=== hazard_controller_flat ===
### Ports around the boundary, hazard_controller_flat

Pins as bars across the die edge, other pins in gray.
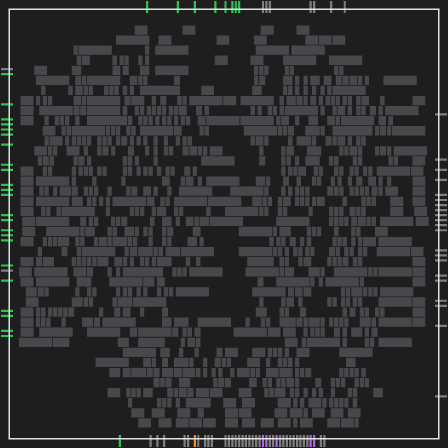

File: config.mk
export PLATFORM = sky130hd
export DESIGN_NAME = hazard_controller_flat
export DESIGN_NICKNAME = d
export VERILOG_FILES = /design/src/rtl/rv32i_types.sv /design/src/rtl/hazard_controller_if.sv /design/src/rtl/sat_counter.sv /design/src/rtl/hazard_controller.sv /design/src/flat_wrapper.sv
export SDC_FILE = /design/constraint.sdc
export NUM_CORES = 1
export LEC_CHECK = 0
export ABC_AREA = 1
export CAP_MARGIN = 25
export CORE_MARGIN = 2
export CORE_UTILIZATION = 40
export CTS_CLUSTER_SIZE = 40
export DETAILED_ROUTE_END_ITERATION = 16
export PLACE_DENSITY_LB_ADDON = 0.3
export SLEW_MARGIN = 10
export SYNTH_ARGS = -nofsm -noshare
export SYNTH_HDL_FRONTEND = slang
export SYNTH_HIERARCHICAL = 1
export SYNTH_SLANG_ARGS = --single-unit
export TNS_END_PERCENT = 10
File: constraint.sdc
create_clock -name clk -period 5.3 [get_ports clk]
set_input_delay 0.795 -clock clk [delete_from_list [all_inputs] [get_ports clk]]
set_output_delay 0.795 -clock clk [all_outputs]
set_load 0.02 [all_outputs]
File: src/rtl/rv32i_types.sv
// Shared RV32I pipeline types: register index, opcodes and the hazard
// controller state encoding.
package rv32i_types;

    typedef logic [4:0] rv32i_reg;

    typedef enum logic [6:0] {
        op_lui   = 7'b0110111,
        op_auipc = 7'b0010111,
        op_jal   = 7'b1101111,
        op_jalr  = 7'b1100111,
        op_br    = 7'b1100011,
        op_load  = 7'b0000011,
        op_store = 7'b0100011,
        op_imm   = 7'b0010011,
        op_reg   = 7'b0110011,
        op_csr   = 7'b1110011
    } rv32i_opcode;

    typedef enum logic [1:0] {
        RUN         = 2'd0,
        MEM_WAIT    = 2'd1,
        FLUSH_DRAIN = 2'd2
    } hazard_state_t;

endpackage

File: src/rtl/hazard_controller_if.sv
// Hazard-controller bundle: pipeline/cache status in, register load/flush
// controls and performance counters out.
interface hazard_controller_if #(parameter int CNT_WIDTH = 32);

    rv32i_types::rv32i_reg id_ex_src1;
    rv32i_types::rv32i_reg id_ex_src2;
    rv32i_types::rv32i_reg ex_mem_dest;
    logic ex_mem_ld_regfile;
    logic ex_mem_dmem_read;
    logic id_ex_uses_src2;
    logic br_mispredict;

    // Cache handshake: a read/write request is held high until its resp,
    // and resp is a single-cycle completion strobe for that request.
    logic imem_read;
    logic imem_resp;
    logic dmem_read;
    logic dmem_write;
    logic dmem_resp;

    logic ld_pc;
    logic ld_if_id;
    logic ld_id_ex;
    logic ld_ex_mem;
    logic ld_mem_wb;
    logic flush_if_id;
    logic flush_id_ex;
    logic bubble_ex_mem;
    logic pc_redirect;
    logic [CNT_WIDTH-1:0] stall_cycles;
    logic [CNT_WIDTH-1:0] flush_count;

    modport master (
        output id_ex_src1, id_ex_src2, ex_mem_dest, ex_mem_ld_regfile,
               ex_mem_dmem_read, id_ex_uses_src2, br_mispredict,
               imem_read, imem_resp, dmem_read, dmem_write, dmem_resp,
        input  ld_pc, ld_if_id, ld_id_ex, ld_ex_mem, ld_mem_wb,
               flush_if_id, flush_id_ex, bubble_ex_mem, pc_redirect,
               stall_cycles, flush_count
    );

    modport slave (
        input  id_ex_src1, id_ex_src2, ex_mem_dest, ex_mem_ld_regfile,
               ex_mem_dmem_read, id_ex_uses_src2, br_mispredict,
               imem_read, imem_resp, dmem_read, dmem_write, dmem_resp,
        output ld_pc, ld_if_id, ld_id_ex, ld_ex_mem, ld_mem_wb,
               flush_if_id, flush_id_ex, bubble_ex_mem, pc_redirect,
               stall_cycles, flush_count
    );

endinterface

File: src/rtl/sat_counter.sv
// Up-counter that sticks at all-ones instead of wrapping.
module sat_counter #(
    parameter int WIDTH = 32
) (
    input  logic             clk,
    input  logic             rst,
    input  logic             inc,
    output logic [WIDTH-1:0] count
);

    always_ff @(posedge clk or negedge rst) begin
        if (!rst) begin
            count <= '0;
        end else if (inc && (count != '1)) begin
            count <= count + 1'b1;
        end
    end

endmodule

File: src/rtl/hazard_controller.sv
// Five-stage pipeline hazard controller: cache-miss stalls, branch flushes
// and load-use bubbles, with saturating stall/flush counters.
module hazard_controller
    import rv32i_types::*;
#(
    parameter int CNT_WIDTH = 32
) (
    input  logic                clk,
    input  logic                rst,
    hazard_controller_if.slave  hz,
    output hazard_state_t       state
);

    hazard_state_t state_n;
    logic imem_done, dmem_done;
    logic imem_done_n, dmem_done_n;
    logic dmem_act, imem_stall, dmem_stall;
    logic imem_ok, dmem_ok, load_use;
    logic stall_inc, flush_inc;
    logic [CNT_WIDTH-1:0] stall_cnt, flush_cnt;

    assign dmem_act   = hz.dmem_read | hz.dmem_write;
    assign imem_stall = hz.imem_read & ~hz.imem_resp;
    assign dmem_stall = dmem_act & ~hz.dmem_resp;
    assign imem_ok    = ~hz.imem_read | imem_done | hz.imem_resp;
    assign dmem_ok    = ~dmem_act | dmem_done | hz.dmem_resp;

    assign load_use = hz.ex_mem_dmem_read & hz.ex_mem_ld_regfile
                    & (hz.ex_mem_dest != '0)
                    & ((hz.ex_mem_dest == hz.id_ex_src1)
                       | (hz.id_ex_uses_src2 & (hz.ex_mem_dest == hz.id_ex_src2)));

    always_comb begin
        state_n          = state;
        imem_done_n      = imem_done;
        dmem_done_n      = dmem_done;
        flush_inc        = 1'b0;
        hz.ld_pc         = 1'b0;
        hz.ld_if_id      = 1'b0;
        hz.ld_id_ex      = 1'b0;
        hz.ld_ex_mem     = 1'b0;
        hz.ld_mem_wb     = 1'b0;
        hz.flush_if_id   = 1'b0;
        hz.flush_id_ex   = 1'b0;
        hz.bubble_ex_mem = 1'b0;
        hz.pc_redirect   = 1'b0;
        if (rst) begin
            unique case (state)
                RUN: begin
                    // An instruction-only miss under a mispredict is redirected
                    // at once; the wrong-path fetch is drained afterwards.
                    if (dmem_stall || (imem_stall && !hz.br_mispredict)) begin
                        state_n     = MEM_WAIT;
                        imem_done_n = hz.imem_read & hz.imem_resp;
                        dmem_done_n = dmem_act & hz.dmem_resp;
                    end else if (hz.br_mispredict) begin
                        {hz.ld_pc, hz.ld_if_id, hz.ld_id_ex, hz.ld_ex_mem, hz.ld_mem_wb} = '1;
                        hz.pc_redirect = 1'b1;
                        hz.flush_if_id = 1'b1;
                        hz.flush_id_ex = 1'b1;
                        flush_inc      = 1'b1;
                        if (imem_stall) state_n = FLUSH_DRAIN;
                    end else if (load_use) begin
                        hz.ld_ex_mem     = 1'b1;
                        hz.bubble_ex_mem = 1'b1;
                        hz.ld_mem_wb     = 1'b1;
                    end else begin
                        {hz.ld_pc, hz.ld_if_id, hz.ld_id_ex, hz.ld_ex_mem, hz.ld_mem_wb} = '1;
                    end
                end
                MEM_WAIT: begin
                    if (imem_ok && dmem_ok) begin
                        {hz.ld_pc, hz.ld_if_id, hz.ld_id_ex, hz.ld_ex_mem, hz.ld_mem_wb} = '1;
                        imem_done_n = 1'b0;
                        dmem_done_n = 1'b0;
                        state_n     = RUN;
                        if (hz.br_mispredict) begin
                            hz.pc_redirect = 1'b1;
                            hz.flush_if_id = 1'b1;
                            hz.flush_id_ex = 1'b1;
                            flush_inc      = 1'b1;
                        end
                    end else begin
                        imem_done_n = imem_done | (hz.imem_read & hz.imem_resp);
                        dmem_done_n = dmem_done | (dmem_act & hz.dmem_resp);
                    end
                end
                FLUSH_DRAIN: begin
                    hz.ld_id_ex  = ~dmem_stall;
                    hz.ld_ex_mem = ~dmem_stall;
                    hz.ld_mem_wb = ~dmem_stall;
                    if (hz.imem_resp) begin
                        hz.ld_pc       = 1'b1;
                        hz.ld_if_id    = 1'b1;
                        hz.flush_if_id = 1'b1;
                        state_n        = RUN;
                    end
                end
                default: state_n = RUN;
            endcase
        end
    end

    always_ff @(posedge clk or negedge rst) begin
        if (!rst) begin
            state     <= RUN;
            imem_done <= 1'b0;
            dmem_done <= 1'b0;
        end else begin
            state     <= state_n;
            imem_done <= imem_done_n;
            dmem_done <= dmem_done_n;
        end
    end

    assign stall_inc = ~hz.ld_pc;

    sat_counter #(.WIDTH(CNT_WIDTH)) u_stall_cnt (
        .clk   (clk),
        .rst   (rst),
        .inc   (stall_inc),
        .count (stall_cnt)
    );

    sat_counter #(.WIDTH(CNT_WIDTH)) u_flush_cnt (
        .clk   (clk),
        .rst   (rst),
        .inc   (flush_inc),
        .count (flush_cnt)
    );

    assign hz.stall_cycles = stall_cnt;
    assign hz.flush_count  = flush_cnt;

endmodule

File: src/flat_wrapper.sv
// flat-port wrapper written by rule: the top's interface ports become plain ports
module hazard_controller_flat import rv32i_types::*;
#(
    parameter int CNT_WIDTH = 32
)
  (clk, rst, state, hz_id_ex_src1, hz_id_ex_src2, hz_ex_mem_dest, hz_ex_mem_ld_regfile, hz_ex_mem_dmem_read, hz_id_ex_uses_src2, hz_br_mispredict, hz_imem_read, hz_imem_resp, hz_dmem_read, hz_dmem_write, hz_dmem_resp, hz_ld_pc, hz_ld_if_id, hz_ld_id_ex, hz_ld_ex_mem, hz_ld_mem_wb, hz_flush_if_id, hz_flush_id_ex, hz_bubble_ex_mem, hz_pc_redirect, hz_stall_cycles, hz_flush_count);
  hazard_controller_if #(.CNT_WIDTH(CNT_WIDTH)) hz_i ();
  input  logic clk;
  input  logic rst;
  output hazard_state_t state;
  input wire logic [$bits(hz_i.id_ex_src1)-1:0] hz_id_ex_src1;
  input wire logic [$bits(hz_i.id_ex_src2)-1:0] hz_id_ex_src2;
  input wire logic [$bits(hz_i.ex_mem_dest)-1:0] hz_ex_mem_dest;
  input wire logic [$bits(hz_i.ex_mem_ld_regfile)-1:0] hz_ex_mem_ld_regfile;
  input wire logic [$bits(hz_i.ex_mem_dmem_read)-1:0] hz_ex_mem_dmem_read;
  input wire logic [$bits(hz_i.id_ex_uses_src2)-1:0] hz_id_ex_uses_src2;
  input wire logic [$bits(hz_i.br_mispredict)-1:0] hz_br_mispredict;
  input wire logic [$bits(hz_i.imem_read)-1:0] hz_imem_read;
  input wire logic [$bits(hz_i.imem_resp)-1:0] hz_imem_resp;
  input wire logic [$bits(hz_i.dmem_read)-1:0] hz_dmem_read;
  input wire logic [$bits(hz_i.dmem_write)-1:0] hz_dmem_write;
  input wire logic [$bits(hz_i.dmem_resp)-1:0] hz_dmem_resp;
  output wire logic [$bits(hz_i.ld_pc)-1:0] hz_ld_pc;
  output wire logic [$bits(hz_i.ld_if_id)-1:0] hz_ld_if_id;
  output wire logic [$bits(hz_i.ld_id_ex)-1:0] hz_ld_id_ex;
  output wire logic [$bits(hz_i.ld_ex_mem)-1:0] hz_ld_ex_mem;
  output wire logic [$bits(hz_i.ld_mem_wb)-1:0] hz_ld_mem_wb;
  output wire logic [$bits(hz_i.flush_if_id)-1:0] hz_flush_if_id;
  output wire logic [$bits(hz_i.flush_id_ex)-1:0] hz_flush_id_ex;
  output wire logic [$bits(hz_i.bubble_ex_mem)-1:0] hz_bubble_ex_mem;
  output wire logic [$bits(hz_i.pc_redirect)-1:0] hz_pc_redirect;
  output wire logic [$bits(hz_i.stall_cycles)-1:0] hz_stall_cycles;
  output wire logic [$bits(hz_i.flush_count)-1:0] hz_flush_count;
  assign hz_i.id_ex_src1 = hz_id_ex_src1;
  assign hz_i.id_ex_src2 = hz_id_ex_src2;
  assign hz_i.ex_mem_dest = hz_ex_mem_dest;
  assign hz_i.ex_mem_ld_regfile = hz_ex_mem_ld_regfile;
  assign hz_i.ex_mem_dmem_read = hz_ex_mem_dmem_read;
  assign hz_i.id_ex_uses_src2 = hz_id_ex_uses_src2;
  assign hz_i.br_mispredict = hz_br_mispredict;
  assign hz_i.imem_read = hz_imem_read;
  assign hz_i.imem_resp = hz_imem_resp;
  assign hz_i.dmem_read = hz_dmem_read;
  assign hz_i.dmem_write = hz_dmem_write;
  assign hz_i.dmem_resp = hz_dmem_resp;
  assign hz_ld_pc = hz_i.ld_pc;
  assign hz_ld_if_id = hz_i.ld_if_id;
  assign hz_ld_id_ex = hz_i.ld_id_ex;
  assign hz_ld_ex_mem = hz_i.ld_ex_mem;
  assign hz_ld_mem_wb = hz_i.ld_mem_wb;
  assign hz_flush_if_id = hz_i.flush_if_id;
  assign hz_flush_id_ex = hz_i.flush_id_ex;
  assign hz_bubble_ex_mem = hz_i.bubble_ex_mem;
  assign hz_pc_redirect = hz_i.pc_redirect;
  assign hz_stall_cycles = hz_i.stall_cycles;
  assign hz_flush_count = hz_i.flush_count;
  hazard_controller #(.CNT_WIDTH(CNT_WIDTH)) u_core (.clk(clk), .rst(rst), .hz(hz_i), .state(state));
endmodule
=== bloom_filter_lut_clear_ctrl ===
==> src/rtl/bloom_filter_lut_clear_ctrl.sv <==
// -----------------------------------------------------------------------------
// bloom_filter_lut_clear_ctrl
//
// Sits between the host Avalon-MM LUT write path and the bloom filter LUT
// slave. Normally it registers host writes straight through to the filter.
// When a clear is requested it does three things in order:
//    1. Holds the filter input.
//    2. Waits for the filter datapath to drain.
//    3. Writes the fill word to every LUT address, one write per clock.
// The host is stalled with waitrequest until the sweep is finished.
//
// Optional feature macro: BLOOM_LUT_CLEAR_STATS_EN
//    When defined, this block adds a completed-clear counter (clear_cnt_o).
//    It also adds a sticky flag (clear_drop_o) that records clear requests
//    which were ignored because a clear was already in progress.
//
// Parameters
//    AMM_LUT_ADDR_W : LUT address width; the sweep covers 2^AMM_LUT_ADDR_W words
//    AMM_LUT_DATA_W : LUT write-data width
//    CLEAR_DATA     : fill word written during the sweep
//
// Ports
//    main_clk_i                 : block clock
//    main_rst_i                 : asynchronous active-high reset
//    start_clear_i              : one-cycle clear request (honoured in IDLE only)
//    filter_idle_i              : filter datapath has no in-flight lookups
//    filter_hold_o              : stall new packet acceptance into the filter
//    clear_busy_o               : clear in progress
//    clear_done_o               : one-cycle pulse when the sweep completes
//    host_lut_address_i         : host write address
//    host_lut_write_i           : host write strobe
//    host_lut_writedata_i       : host write data
//    host_lut_waitrequest_o     : stall to the host (high outside IDLE)
//    amm_master_lut_address_o   : registered LUT address to the filter
//    amm_master_lut_write_o     : registered LUT write strobe to the filter
//    amm_master_lut_writedata_o : registered LUT write data to the filter
//    clear_cnt_o                : (stats build) completed clears, wraps at 16 bits
//    clear_drop_o               : (stats build) sticky ignored-request flag
//
// State table
//    state | meaning
//    IDLE  | host writes pass through; a clear request moves to HOLD
//    HOLD  | filter held, host stalled; waits for filter_idle_i
//    SWEEP | writes CLEAR_DATA to addresses 0 .. 2^AMM_LUT_ADDR_W-1
//    DONE  | clear_done_o pulse; hold and busy still asserted
// -----------------------------------------------------------------------------
module bloom_filter_lut_clear_ctrl #(
   parameter int                        AMM_LUT_ADDR_W = 10,
   parameter int                        AMM_LUT_DATA_W = 32,
   parameter logic [AMM_LUT_DATA_W-1:0] CLEAR_DATA     = '0
) (
   input  logic                      main_clk_i,
   input  logic                      main_rst_i,
   input  logic                      start_clear_i,
   input  logic                      filter_idle_i,
   output logic                      filter_hold_o,
   output logic                      clear_busy_o,
   output logic                      clear_done_o,
   input  logic [AMM_LUT_ADDR_W-1:0] host_lut_address_i,
   input  logic                      host_lut_write_i,
   input  logic [AMM_LUT_DATA_W-1:0] host_lut_writedata_i,
   output logic                      host_lut_waitrequest_o,
   output logic [AMM_LUT_ADDR_W-1:0] amm_master_lut_address_o,
   output logic                      amm_master_lut_write_o,
   output logic [AMM_LUT_DATA_W-1:0] amm_master_lut_writedata_o
`ifdef BLOOM_LUT_CLEAR_STATS_EN
   ,
   output logic [15:0]               clear_cnt_o,
   output logic                      clear_drop_o
`endif
);

   typedef enum logic [1:0] {
      IDLE  = 2'd0,
      HOLD  = 2'd1,
      SWEEP = 2'd2,
      DONE  = 2'd3
   } state_t;

   localparam logic [AMM_LUT_ADDR_W-1:0] ADDR_ONE = {{(AMM_LUT_ADDR_W-1){1'b0}}, 1'b1};

   state_t                    state;

   // sweep_addr holds the address currently being driven on the master port
   // during SWEEP. Once the all-ones address has been issued, it wraps back
   // to zero.
   logic [AMM_LUT_ADDR_W-1:0] sweep_addr;
   logic [AMM_LUT_ADDR_W-1:0] sweep_next;
   logic                      sweep_last;

   assign sweep_next = sweep_addr + ADDR_ONE;
   assign sweep_last = &sweep_addr;

   // Waitrequest is taken from the state register, so a host write held
   // during a clear is accepted on the first cycle back in IDLE.
   assign host_lut_waitrequest_o = (state != IDLE);

   always_ff @(posedge main_clk_i or posedge main_rst_i) begin
      if (main_rst_i) begin
         state                      <= IDLE;
         sweep_addr                 <= '0;
         filter_hold_o              <= 1'b0;
         clear_busy_o               <= 1'b0;
         clear_done_o               <= 1'b0;
         amm_master_lut_address_o   <= '0;
         amm_master_lut_write_o     <= 1'b0;
         amm_master_lut_writedata_o <= '0;
      end else begin
         // Strobes are one-cycle; each branch re-asserts them when needed.
         amm_master_lut_write_o <= 1'b0;
         clear_done_o           <= 1'b0;

         case (state)
            IDLE: begin
               // A host write that arrives together with a clear request is
               // still issued. The sweep that follows overwrites it.
               if (host_lut_write_i) begin
                  amm_master_lut_write_o     <= 1'b1;
                  amm_master_lut_address_o   <= host_lut_address_i;
                  amm_master_lut_writedata_o <= host_lut_writedata_i;
               end
               if (start_clear_i) begin
                  state         <= HOLD;
                  filter_hold_o <= 1'b1;
                  clear_busy_o  <= 1'b1;
               end
            end

            HOLD: begin
               // Address 0 is issued on the same edge that enters SWEEP.
               if (filter_idle_i) begin
                  state                      <= SWEEP;
                  sweep_addr                 <= '0;
                  amm_master_lut_write_o     <= 1'b1;
                  amm_master_lut_address_o   <= '0;
                  amm_master_lut_writedata_o <= CLEAR_DATA;
               end
            end

            SWEEP: begin
               sweep_addr <= sweep_next;
               if (sweep_last) begin
                  state        <= DONE;
                  clear_done_o <= 1'b1;
               end else begin
                  amm_master_lut_write_o     <= 1'b1;
                  amm_master_lut_address_o   <= sweep_next;
                  amm_master_lut_writedata_o <= CLEAR_DATA;
               end
            end

            DONE: begin
               state         <= IDLE;
               filter_hold_o <= 1'b0;
               clear_busy_o  <= 1'b0;
            end

            default: begin
               state         <= IDLE;
               filter_hold_o <= 1'b0;
               clear_busy_o  <= 1'b0;
            end
         endcase
      end
   end

`ifdef BLOOM_LUT_CLEAR_STATS_EN
   // Stats are cleared only by reset. Requests are not queued, so any request
   // seen outside IDLE counts as dropped.
   always_ff @(posedge main_clk_i or posedge main_rst_i) begin
      if (main_rst_i) begin
         clear_cnt_o  <= 16'd0;
         clear_drop_o <= 1'b0;
      end else begin
         if (state == DONE) begin
            clear_cnt_o <= clear_cnt_o + 16'd1;
         end
         if (start_clear_i && (state != IDLE)) begin
            clear_drop_o <= 1'b1;
         end
      end
   end
`endif

endmodule

==> config.mk <==
export PLATFORM = sky130hd
export DESIGN_NAME = bloom_filter_lut_clear_ctrl
export DESIGN_NICKNAME = d
export VERILOG_FILES = /design/src/rtl/bloom_filter_lut_clear_ctrl.sv
export SDC_FILE = /design/constraint.sdc
export NUM_CORES = 1
export LEC_CHECK = 0
export CAP_MARGIN = 20
export CORE_MARGIN = 2
export CORE_UTILIZATION = 25
export CTS_CLUSTER_SIZE = 20
export DETAILED_ROUTE_END_ITERATION = 8
export PLACE_DENSITY_LB_ADDON = 0.08
export SLEW_MARGIN = 20
export SYNTH_ARGS = -nofsm -noshare
export SYNTH_HDL_FRONTEND = slang
export SYNTH_SLANG_ARGS = --single-unit
==> constraint.sdc <==
create_clock -name main_clk_i -period 4.3 [get_ports main_clk_i]
set_input_delay 0.43 -clock main_clk_i [delete_from_list [all_inputs] [get_ports main_clk_i]]
set_output_delay 0.43 -clock main_clk_i [all_outputs]
set_load 0.05 [all_outputs]
=== generate_enaread_seq_flat ===
File: src/rtl/generate_enaread_seq_pkg.sv
// Shared types and width helpers for the staged read-enable generator.
package enaread_pkg;

  typedef enum logic [1:0] {
    IDLE,
    RUN,
    DRAIN
  } state_t;

  // Width of an index ranging over 0..n-1, never narrower than one bit.
  function automatic int idx_width(input int n);
    return (n > 1) ? $clog2(n) : 1;
  endfunction

  // Width of a counter that must hold values 0..max_val.
  function automatic int cnt_width(input int max_val);
    return (max_val > 0) ? $clog2(max_val + 1) : 1;
  endfunction

endpackage

File: src/rtl/generate_enaread_seq_if.sv
// Control/status bundle between the solver start logic and the read-enable generator.
interface generate_enaread_seq_if
  import enaread_pkg::*;
#(
  parameter int N_STAGES = 3,
  parameter int N_PULSES = 2
) ();

  localparam int IDX_W = idx_width(N_PULSES);

  logic                sta;
  logic                abort;
  logic [N_STAGES-1:0] ena_read;
  logic                busy;
  logic                done;
  logic                sta_miss;
  logic [IDX_W-1:0]    pulse_idx;

  modport master (
    output sta, abort,
    input  ena_read, busy, done, sta_miss, pulse_idx
  );

  modport slave (
    input  sta, abort,
    output ena_read, busy, done, sta_miss, pulse_idx
  );

endinterface

File: src/rtl/generate_enaread_seq_delay_line.sv
// Single shift register feeding every stage; tap i is din delayed by i*STAGE_DELAY cycles.
module enaread_delay_line #(
  parameter int N_STAGES    = 3,
  parameter int STAGE_DELAY = 4
) (
  input  logic                clk,
  input  logic                rst,
  input  logic                clr,
  input  logic                din,
  output logic [N_STAGES-1:0] taps
);

  localparam int DEPTH = (N_STAGES - 1) * STAGE_DELAY;

  assign taps[0] = din;

  if (DEPTH > 0) begin : g_shift
    logic [DEPTH-1:0] sr;

    always_ff @(posedge clk) begin
      if (rst || clr) begin
        sr <= '0;
      end else begin
        sr <= (sr << 1) | DEPTH'(din);
      end
    end

    for (genvar i = 1; i < N_STAGES; i++) begin : g_tap
      assign taps[i] = sr[i*STAGE_DELAY-1];
    end
  end

endmodule

File: src/rtl/generate_enaread_seq.sv
// Start-triggered read-enable pulse train, fanned out to delayed pipeline stages,
// with busy/done/abort/missed-start signalling. All outputs come straight from flops.
module generate_enaread_seq
  import enaread_pkg::*;
#(
  parameter int PULSE_LEN   = 4,
  parameter int PERIOD      = 12,
  parameter int N_PULSES    = 2,
  parameter int N_STAGES    = 3,
  parameter int STAGE_DELAY = 4
) (
  input logic                 clk,
  input logic                 rst,
  generate_enaread_seq_if.slave bus
);

  if (PULSE_LEN < 1 || PULSE_LEN > PERIOD || PERIOD < 1 || N_PULSES < 1 ||
      N_STAGES < 1 || STAGE_DELAY < 1) begin : g_bad_params
    $fatal(1, "generate_enaread_seq: illegal parameter combination");
  end

  localparam int DRAIN_LEN = (N_STAGES - 1) * STAGE_DELAY;
  localparam int PH_W      = cnt_width(PERIOD);
  localparam int K_W       = cnt_width(N_PULSES);
  localparam int DR_W      = cnt_width(N_STAGES * STAGE_DELAY);
  localparam int IDX_W     = idx_width(N_PULSES);

  localparam logic [PH_W-1:0] PH_LAST      = PH_W'(PERIOD - 1);
  localparam logic [PH_W-1:0] PH_PULSE_END = PH_W'(PULSE_LEN - 1);
  localparam logic [PH_W-1:0] PH_PULSE_LEN = PH_W'(PULSE_LEN);
  localparam logic [K_W-1:0]  K_LAST       = K_W'(N_PULSES - 1);
  localparam logic [DR_W-1:0] DRAIN_INIT   = DR_W'(DRAIN_LEN);

  state_t                state_q, state_d;
  logic [PH_W-1:0]       ph_q, ph_d;
  logic [K_W-1:0]        k_q, k_d;
  logic [DR_W-1:0]       drain_q, drain_d;
  logic                  ena0_q, ena0_d;
  logic                  busy_q, busy_d;
  logic                  done_q, done_d;
  logic                  miss_q, miss_d;
  logic                  clr;
  logic [N_STAGES-1:0]   taps;

  always_ff @(posedge clk) begin
    if (rst) begin
      state_q <= IDLE;
      ph_q    <= '0;
      k_q     <= '0;
      drain_q <= '0;
      ena0_q  <= 1'b0;
      busy_q  <= 1'b0;
      done_q  <= 1'b0;
      miss_q  <= 1'b0;
    end else begin
      state_q <= state_d;
      ph_q    <= ph_d;
      k_q     <= k_d;
      drain_q <= drain_d;
      ena0_q  <= ena0_d;
      busy_q  <= busy_d;
      done_q  <= done_d;
      miss_q  <= miss_d;
    end
  end

  // The last pulse ends the run immediately; the rest of its period is not waited out.
  always_comb begin
    state_d = state_q;
    ph_d    = ph_q;
    k_d     = k_q;
    drain_d = drain_q;
    done_d  = 1'b0;
    miss_d  = 1'b0;
    clr     = 1'b0;
    unique case (state_q)
      IDLE: begin
        if (bus.sta) begin
          state_d = RUN;
          ph_d    = '0;
          k_d     = '0;
        end
      end
      RUN: begin
        if (bus.abort) begin
          state_d = IDLE;
          clr     = 1'b1;
        end else begin
          miss_d = bus.sta;
          if (k_q == K_LAST && ph_q == PH_PULSE_END) begin
            if (DRAIN_LEN > 0) begin
              state_d = DRAIN;
              drain_d = DRAIN_INIT;
            end else begin
              state_d = IDLE;
              done_d  = 1'b1;
            end
          end else if (ph_q == PH_LAST) begin
            ph_d = '0;
            k_d  = k_q + K_W'(1);
          end else begin
            ph_d = ph_q + PH_W'(1);
          end
        end
      end
      DRAIN: begin
        if (bus.abort) begin
          state_d = IDLE;
          clr     = 1'b1;
        end else begin
          miss_d = bus.sta;
          if (drain_q == DR_W'(1)) begin
            state_d = IDLE;
            done_d  = 1'b1;
          end else begin
            drain_d = drain_q - DR_W'(1);
          end
        end
      end
      default: state_d = IDLE;
    endcase
    ena0_d = (state_d == RUN) && (ph_d < PH_PULSE_LEN);
    busy_d = (state_d != IDLE);
  end

  enaread_delay_line #(
    .N_STAGES    (N_STAGES),
    .STAGE_DELAY (STAGE_DELAY)
  ) u_delay_line (
    .clk  (clk),
    .rst  (rst),
    .clr  (clr),
    .din  (ena0_q),
    .taps (taps)
  );

  assign bus.ena_read  = taps;
  assign bus.busy      = busy_q;
  assign bus.done      = done_q;
  assign bus.sta_miss  = miss_q;
  assign bus.pulse_idx = k_q[IDX_W-1:0];

endmodule

File: src/flat_wrapper.sv
// flat-port wrapper written by rule: the top's interface ports become plain ports
module generate_enaread_seq_flat import enaread_pkg::*;
#(
  parameter int PULSE_LEN   = 4,
  parameter int PERIOD      = 12,
  parameter int N_PULSES    = 2,
  parameter int N_STAGES    = 3,
  parameter int STAGE_DELAY = 4
)
  (clk, rst, bus_sta, bus_abort, bus_ena_read, bus_busy, bus_done, bus_sta_miss, bus_pulse_idx);
  generate_enaread_seq_if #(.N_STAGES(N_STAGES), .N_PULSES(N_PULSES)) bus_i ();
  input logic clk;
  input logic rst;
  input wire logic [$bits(bus_i.sta)-1:0] bus_sta;
  input wire logic [$bits(bus_i.abort)-1:0] bus_abort;
  output wire logic [$bits(bus_i.ena_read)-1:0] bus_ena_read;
  output wire logic [$bits(bus_i.busy)-1:0] bus_busy;
  output wire logic [$bits(bus_i.done)-1:0] bus_done;
  output wire logic [$bits(bus_i.sta_miss)-1:0] bus_sta_miss;
  output wire logic [$bits(bus_i.pulse_idx)-1:0] bus_pulse_idx;
  assign bus_i.sta = bus_sta;
  assign bus_i.abort = bus_abort;
  assign bus_ena_read = bus_i.ena_read;
  assign bus_busy = bus_i.busy;
  assign bus_done = bus_i.done;
  assign bus_sta_miss = bus_i.sta_miss;
  assign bus_pulse_idx = bus_i.pulse_idx;
  generate_enaread_seq #(.PULSE_LEN(PULSE_LEN), .PERIOD(PERIOD), .N_PULSES(N_PULSES), .N_STAGES(N_STAGES), .STAGE_DELAY(STAGE_DELAY)) u_core (.clk(clk), .rst(rst), .bus(bus_i));
endmodule
File: config.mk
export PLATFORM = sky130hd
export DESIGN_NAME = generate_enaread_seq_flat
export DESIGN_NICKNAME = d
export VERILOG_FILES = /design/src/rtl/generate_enaread_seq_pkg.sv /design/src/rtl/generate_enaread_seq_if.sv /design/src/rtl/generate_enaread_seq_delay_line.sv /design/src/rtl/generate_enaread_seq.sv /design/src/flat_wrapper.sv
export SDC_FILE = /design/constraint.sdc
export NUM_CORES = 1
export LEC_CHECK = 0
export ABC_CLOCK_PERIOD_IN_PS = 2000
export CELL_PAD_IN_SITES_DETAIL_PLACEMENT = 1
export CELL_PAD_IN_SITES_GLOBAL_PLACEMENT = 2
export CORE_AREA = 2 2 62 64
export CTS_BUF_LIST = sky130_fd_sc_hd__clkbuf_8 sky130_fd_sc_hd__clkbuf_16
export DETAILED_ROUTE_END_ITERATION = 16
export DIE_AREA = 0 0 64 66
export PLACE_DENSITY = 0.87
export SLEW_MARGIN = 20
export SYNTH_ARGS = -nofsm -noshare
export SYNTH_HDL_FRONTEND = slang
export SYNTH_SLANG_ARGS = --single-unit
File: constraint.sdc
create_clock -name clk -period 2 [get_ports clk]
set_input_delay 0.2 -clock clk [delete_from_list [all_inputs] [get_ports clk]]
set_output_delay 0.2 -clock clk [all_outputs]
set_load 0.02 [all_outputs]
### Clock wiring as the flow saved it, generate_enaread_seq_flat

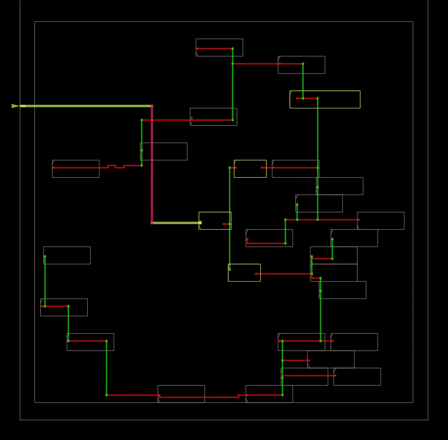
clk ins delay skew pair: 260 ps
CLK BUF: 3
# clock sinks: 24

==> summary.txt, generate_enaread_seq_flat <==
post-route ant nets: 0
Comb area: 649.4 sq um
Most Crowded Layer GR: met2
flop share of the area: 0.3354
Clock Skew: 3.202 ps
Max Buffers Root-to-Sink: 2
CP Capture Type: flop
DRC Markers: 0
Repair and plain buffers: 15
RSZ-0062 raised after global routing: false
Final HPWL DP: 1.937 mm
Crit path required time: 2160 ps
Top-area cell share: 0.3992
most frequent logic cell in the layout: dfxtp_1
Non-Filler Instances: 187
GR met3 Demand/Resource: 0.02044
part of the cycle the worst path needs: 0.8657
DR vias: 930
TritonCTS buffer count: 3
status: completed
CP endpoint: u_core.ena0_q
post-synthesis sequential area ratio: 0.3992
Yosys Warn Count: 0
Die Span X: 64 microns
## generate_enaread_seq_flat: kinds of logic (layout without fill, tap and decap cells)
| group | after synthesis | in the layout | synth area share |
|---|---|---|---|
| AND/OR/NAND/NOR | 47 | 47 | 0.2453 |
| buffers and inverters | 16 | 28 | 0.06133 |
| flip-flops | 24 | 24 | 0.3992 |
| adder cells (fa/ha/maj) | 8 | 8 | 0.08316 |
| multiplexers | 2 | 2 | 0.01663 |
| AND-OR/OR-AND | 30 | 30 | 0.1944 |
## generate_enaread_seq_flat: report_power, final
group | internal (W) | switching, W | leakage (nW) | total (W)
Combinational | 0.0000526 | 0.0000627 | 0.307 | 0.000115
Sequential | 0.000489 | 0.00000683 | 0.194 | 0.000496
Clock | 0.000267 | 0.000152 | 0.0357 | 0.000419
## generate_enaread_seq_flat: state kept, by name, summed over array words and instances, names as in the netlist
name	count
u_core.ph_q	4
u_core.bus.busy	1
u_core.drain_q	4
u_core.ena0_q	1
u_core.u_delay_line.g_shift.sr	8
u_core.k_q	2
u_core.state_q	2
u_core.bus.sta_miss	1
u_core.bus.done	1
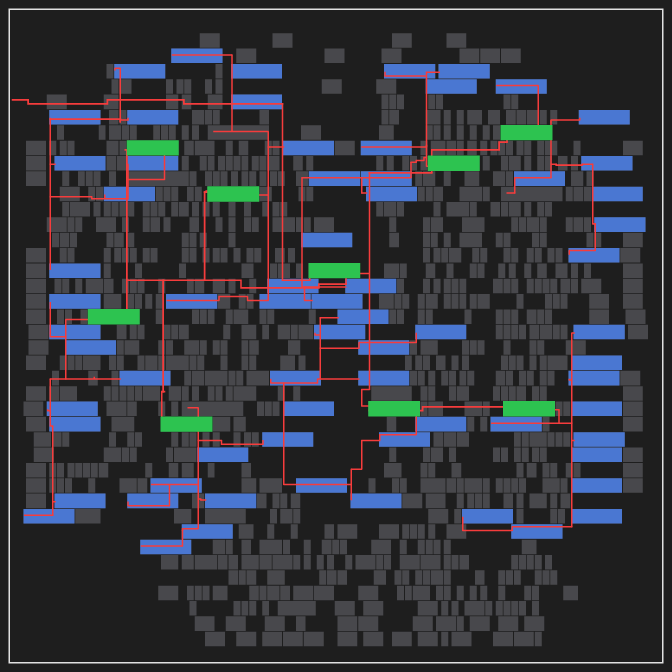
*Routed clock nets over the placement, hazard_controller_flat*
[clock wires] red | length: 992 microns
[clock-net drivers] green | count: 9
[flip-flops] blue | count: 68
routed clock nets: 10
Clk network pwr share: 0.386
P_clk: 0.000722 W
clk ins delay skew pair: 340 ps
Clock Skew: 5.831 ps

About 'Ports around the boundary' of hazard_controller_flat:
[`hz_dmem_resp`] orange | pins: 1 | direction: input | edge: south
[`hz_flush_count`] green | pins: 32 | direction: output | edge: 23 west, 8 north, 1 south
[`hz_ex_mem_dest`] purple | pins: 5 | direction: input | edge: south
all pins by edge: 40 south, 25 west, 21 east, 15 north
die height: 115.6 microns
port bufs: 100
Die Span X: 115.6 microns

==> summary.txt, hazard_controller_flat <==
ys async rst share: 1.000
Final HPWL DP: 9.695 mm
most common cell in the synthesized netlist: nand2_1
Sw Share: 0.3108
met2 Usage GRT: 0.3478
Area Overhead vs Synth: 29.35%
Post-CTS Setup Bufs: 0
Worst Path Max Fanout: 8
Crit path required time: 4510 ps
R2R depth: 11
syn nets: 803
Most Crowded Layer GR: met2
GR met3 Demand/Resource: 0.04027
Gate power share: 0.272
Flop+latch power: 0.000640 W
# clock sinks: 68
Placed Cells: 1032
reg2reg setup slack: 2840 ps
element type at the critical path start: primary input
status: completed
hold wc startpoint: u_core/imem_done
worst vdd ir: 0.0002306 V
Reg-to-Reg End: u_core/u_flush_cnt/count[26]
Core Util, Final: 0.5339
f_max: 0.2853 GHz
post-route ant nets: 0
initial antenna violation count: 0
Iter 0 DRT Violations: 338
[hazard_controller_flat: sequential cells by signal, indices dropped and copies added, names as in the netlist]
signal                    flops
u_core/state                  2
u_core/u_flush_cnt/count     32
u_core/imem_done              1
u_core/dmem_done              1
u_core/u_stall_cnt/count     32
[hazard_controller_flat: per-stage QoR]
| stage | instance area [sq um] | hold slack [ps] | power (W) |
|---|---|---|---|
| finish | 6440 | 520.9 | 0.001870 |
| global route | 6440 | 546.2 | 0.001966 |
| CTS | 6440 | 515.4 | 0.001896 |
| detailed placement | 6086 | 503.8 | 0.001163 |
| global placement | 6086 | 501.0 | 0.001160 |
| floorplan | 4979 | 459.5 | 0.0009694 |
[hazard_controller_flat: worst reg2reg max path, stage by stage (launching register included)]
cell     delay (ps)
dfrtp_1         470
nor2_2          260
nand4_1         160
a21oi_1         150
buf_4           190
inv_1           100
nor2_1          270
nand2_1          90
nor2_1          410
nand3_1         140
nand2_1          80
nand2_1          50
[hazard_controller_flat: final cells by class]
type                            instances  area share
Tap cell                              168     0.03264
Clock buffer                           10     0.03555
Inverter                               85     0.04954
Clock inverter                          5     0.01943
Multi-Input combinational cell        609      0.4412
Sequential cell                        68      0.2642
Timing Repair Buffer                  102      0.1574
### Clock wiring as the flow saved it, bloom_filter_lut_clear_ctrl

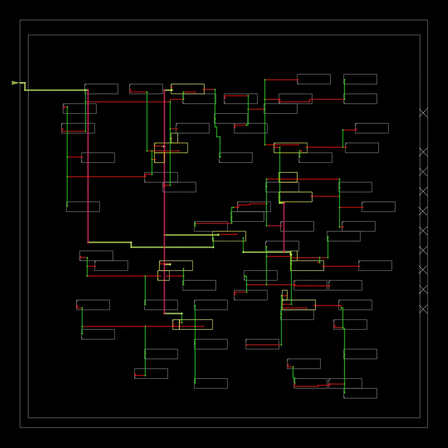
Clock Skew: 8.924 ps
clk ins delay skew pair: 320 ps

==> summary.txt, bloom_filter_lut_clear_ctrl <==
status: complete, but fails checks
failing checks: DRC
Iter 0 DRT Violations: 141
pin count of the biggest net entering global routing: 42
DRC Markers: 10
Hold Crit Class: reg2reg
worst vdd ir: 0.0002455 V
CP max stage delay: 580 ps
Reg-to-Reg End: amm_master_lut_writedata_o[7]
Clk network pwr share: 0.169
Core ar.: 11520 sq um
element type at the critical path start: flop
Filler cells: 1135
fin. max-slew vios: 0
tool warning count: 30
hold wc startpoint: amm_master_lut_writedata_o[16]
-- bloom_filter_lut_clear_ctrl: kinds of logic (layout without fill, tap and decap cells) --
kind of cell,Yosys count,in the layout,synth area share
fa+ha+maj,6,6,0.02529
simple gates,96,96,0.1771
mux,36,36,0.1741
xor+xnor,3,3,0.008855
flops,57,57,0.4806
buf+inv,25,122,0.04426
compound gates,45,45,0.08980
-- bloom_filter_lut_clear_ctrl: final cells by class --
cell class              count  area share
clock buffers              11     0.05654
clock inverters             5    0.007287
inverters                   7    0.006121
multi-input cells         186      0.3288
flip-flops and latches     57      0.3323
well taps                 143     0.04168
repair buffers             99      0.2273
-- bloom_filter_lut_clear_ctrl: worst max-delay path, delay by kind of cell (launching register included) --
kind | cells | cell delay (ps)
simple gates | 3 | 1110
flops | 1 | 390
buf+inv | 2 | 420
mux | 1 | 320
fa+ha+maj | 1 | 580
-- bloom_filter_lut_clear_ctrl: routing by layer --
metal | up-vias | routed length, microns | track usage
met5 | - | 0 | 0
li1 | 1113 | - | -
met3 | 9 | 449 | 0.02999
met1 | 1077 | 3830 | 0.1803
met2 | 62 | 3473 | 0.1807
met4 | 0 | 117 | 0.05366

==> screenshots <==
Cells colored by class.
Scale bar: 20 microns.
Plate I
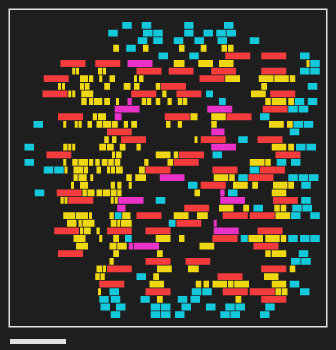
Plate II
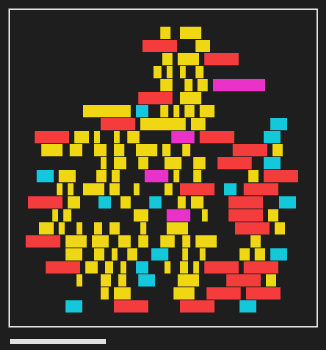
Plate III
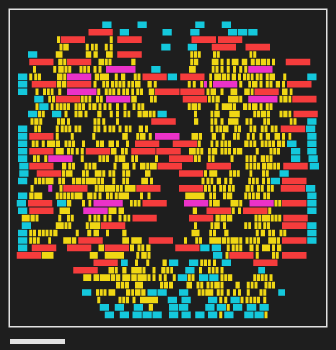
Of these, fewest cells: Plate II
Of these, most cells: Plate III
bloom_filter_lut_clear_ctrl: Plate I
hazard_controller_flat: Plate III
generate_enaread_seq_flat: Plate II

Key to Plate II:
[remaining buffers and delay cells] cyan | cells: 15
[clock drivers and dummy loads] magenta | cells: 4
[remaining logic cells] yellow | cells: 96
[sequential cells] red | cells: 24



==> notes/layouts.md <==
Pictures saved along the way, in no particular order.

Drive-strength map.
Scale bar: 20 microns.
(a)
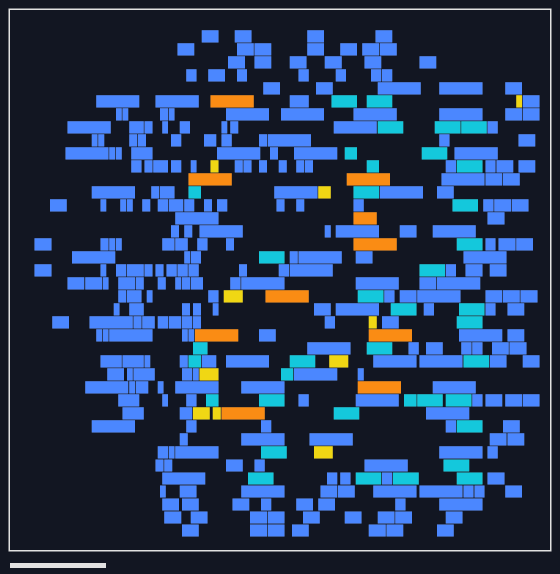
(b)
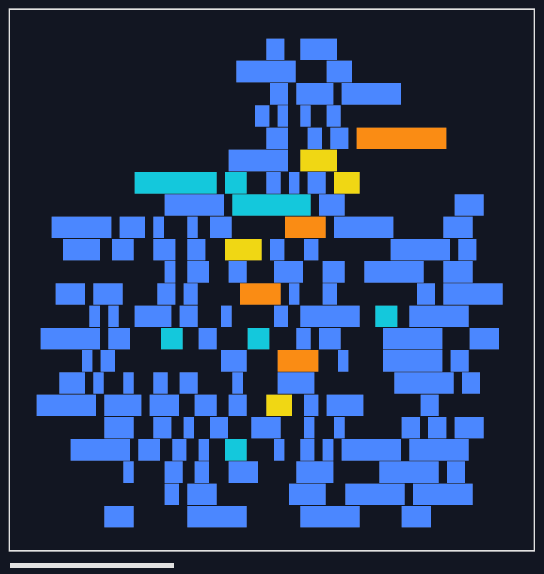
(c)
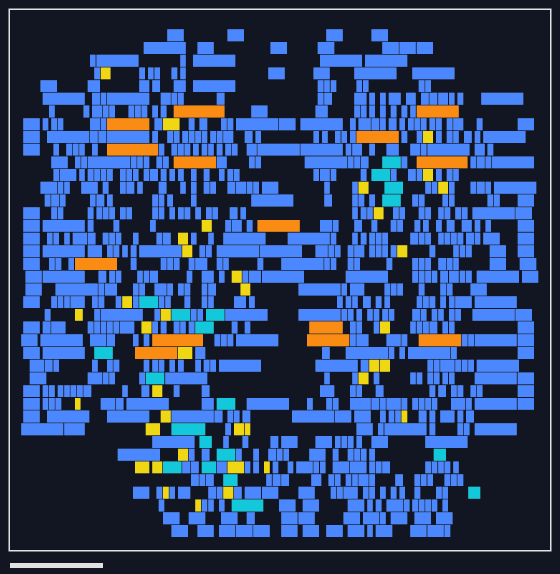
- fewest cells: (b)
generate_enaread_seq_flat: (b)
bloom_filter_lut_clear_ctrl: (a)
hazard_controller_flat: (c)

Key to (c):
[x1 and smaller] blue | cells: 808
[x2] yellow | cells: 37
[x3 and x4] cyan | cells: 20
[x6 and larger] orange | cells: 14

Power is estimated from default activity; no workload was simulated.
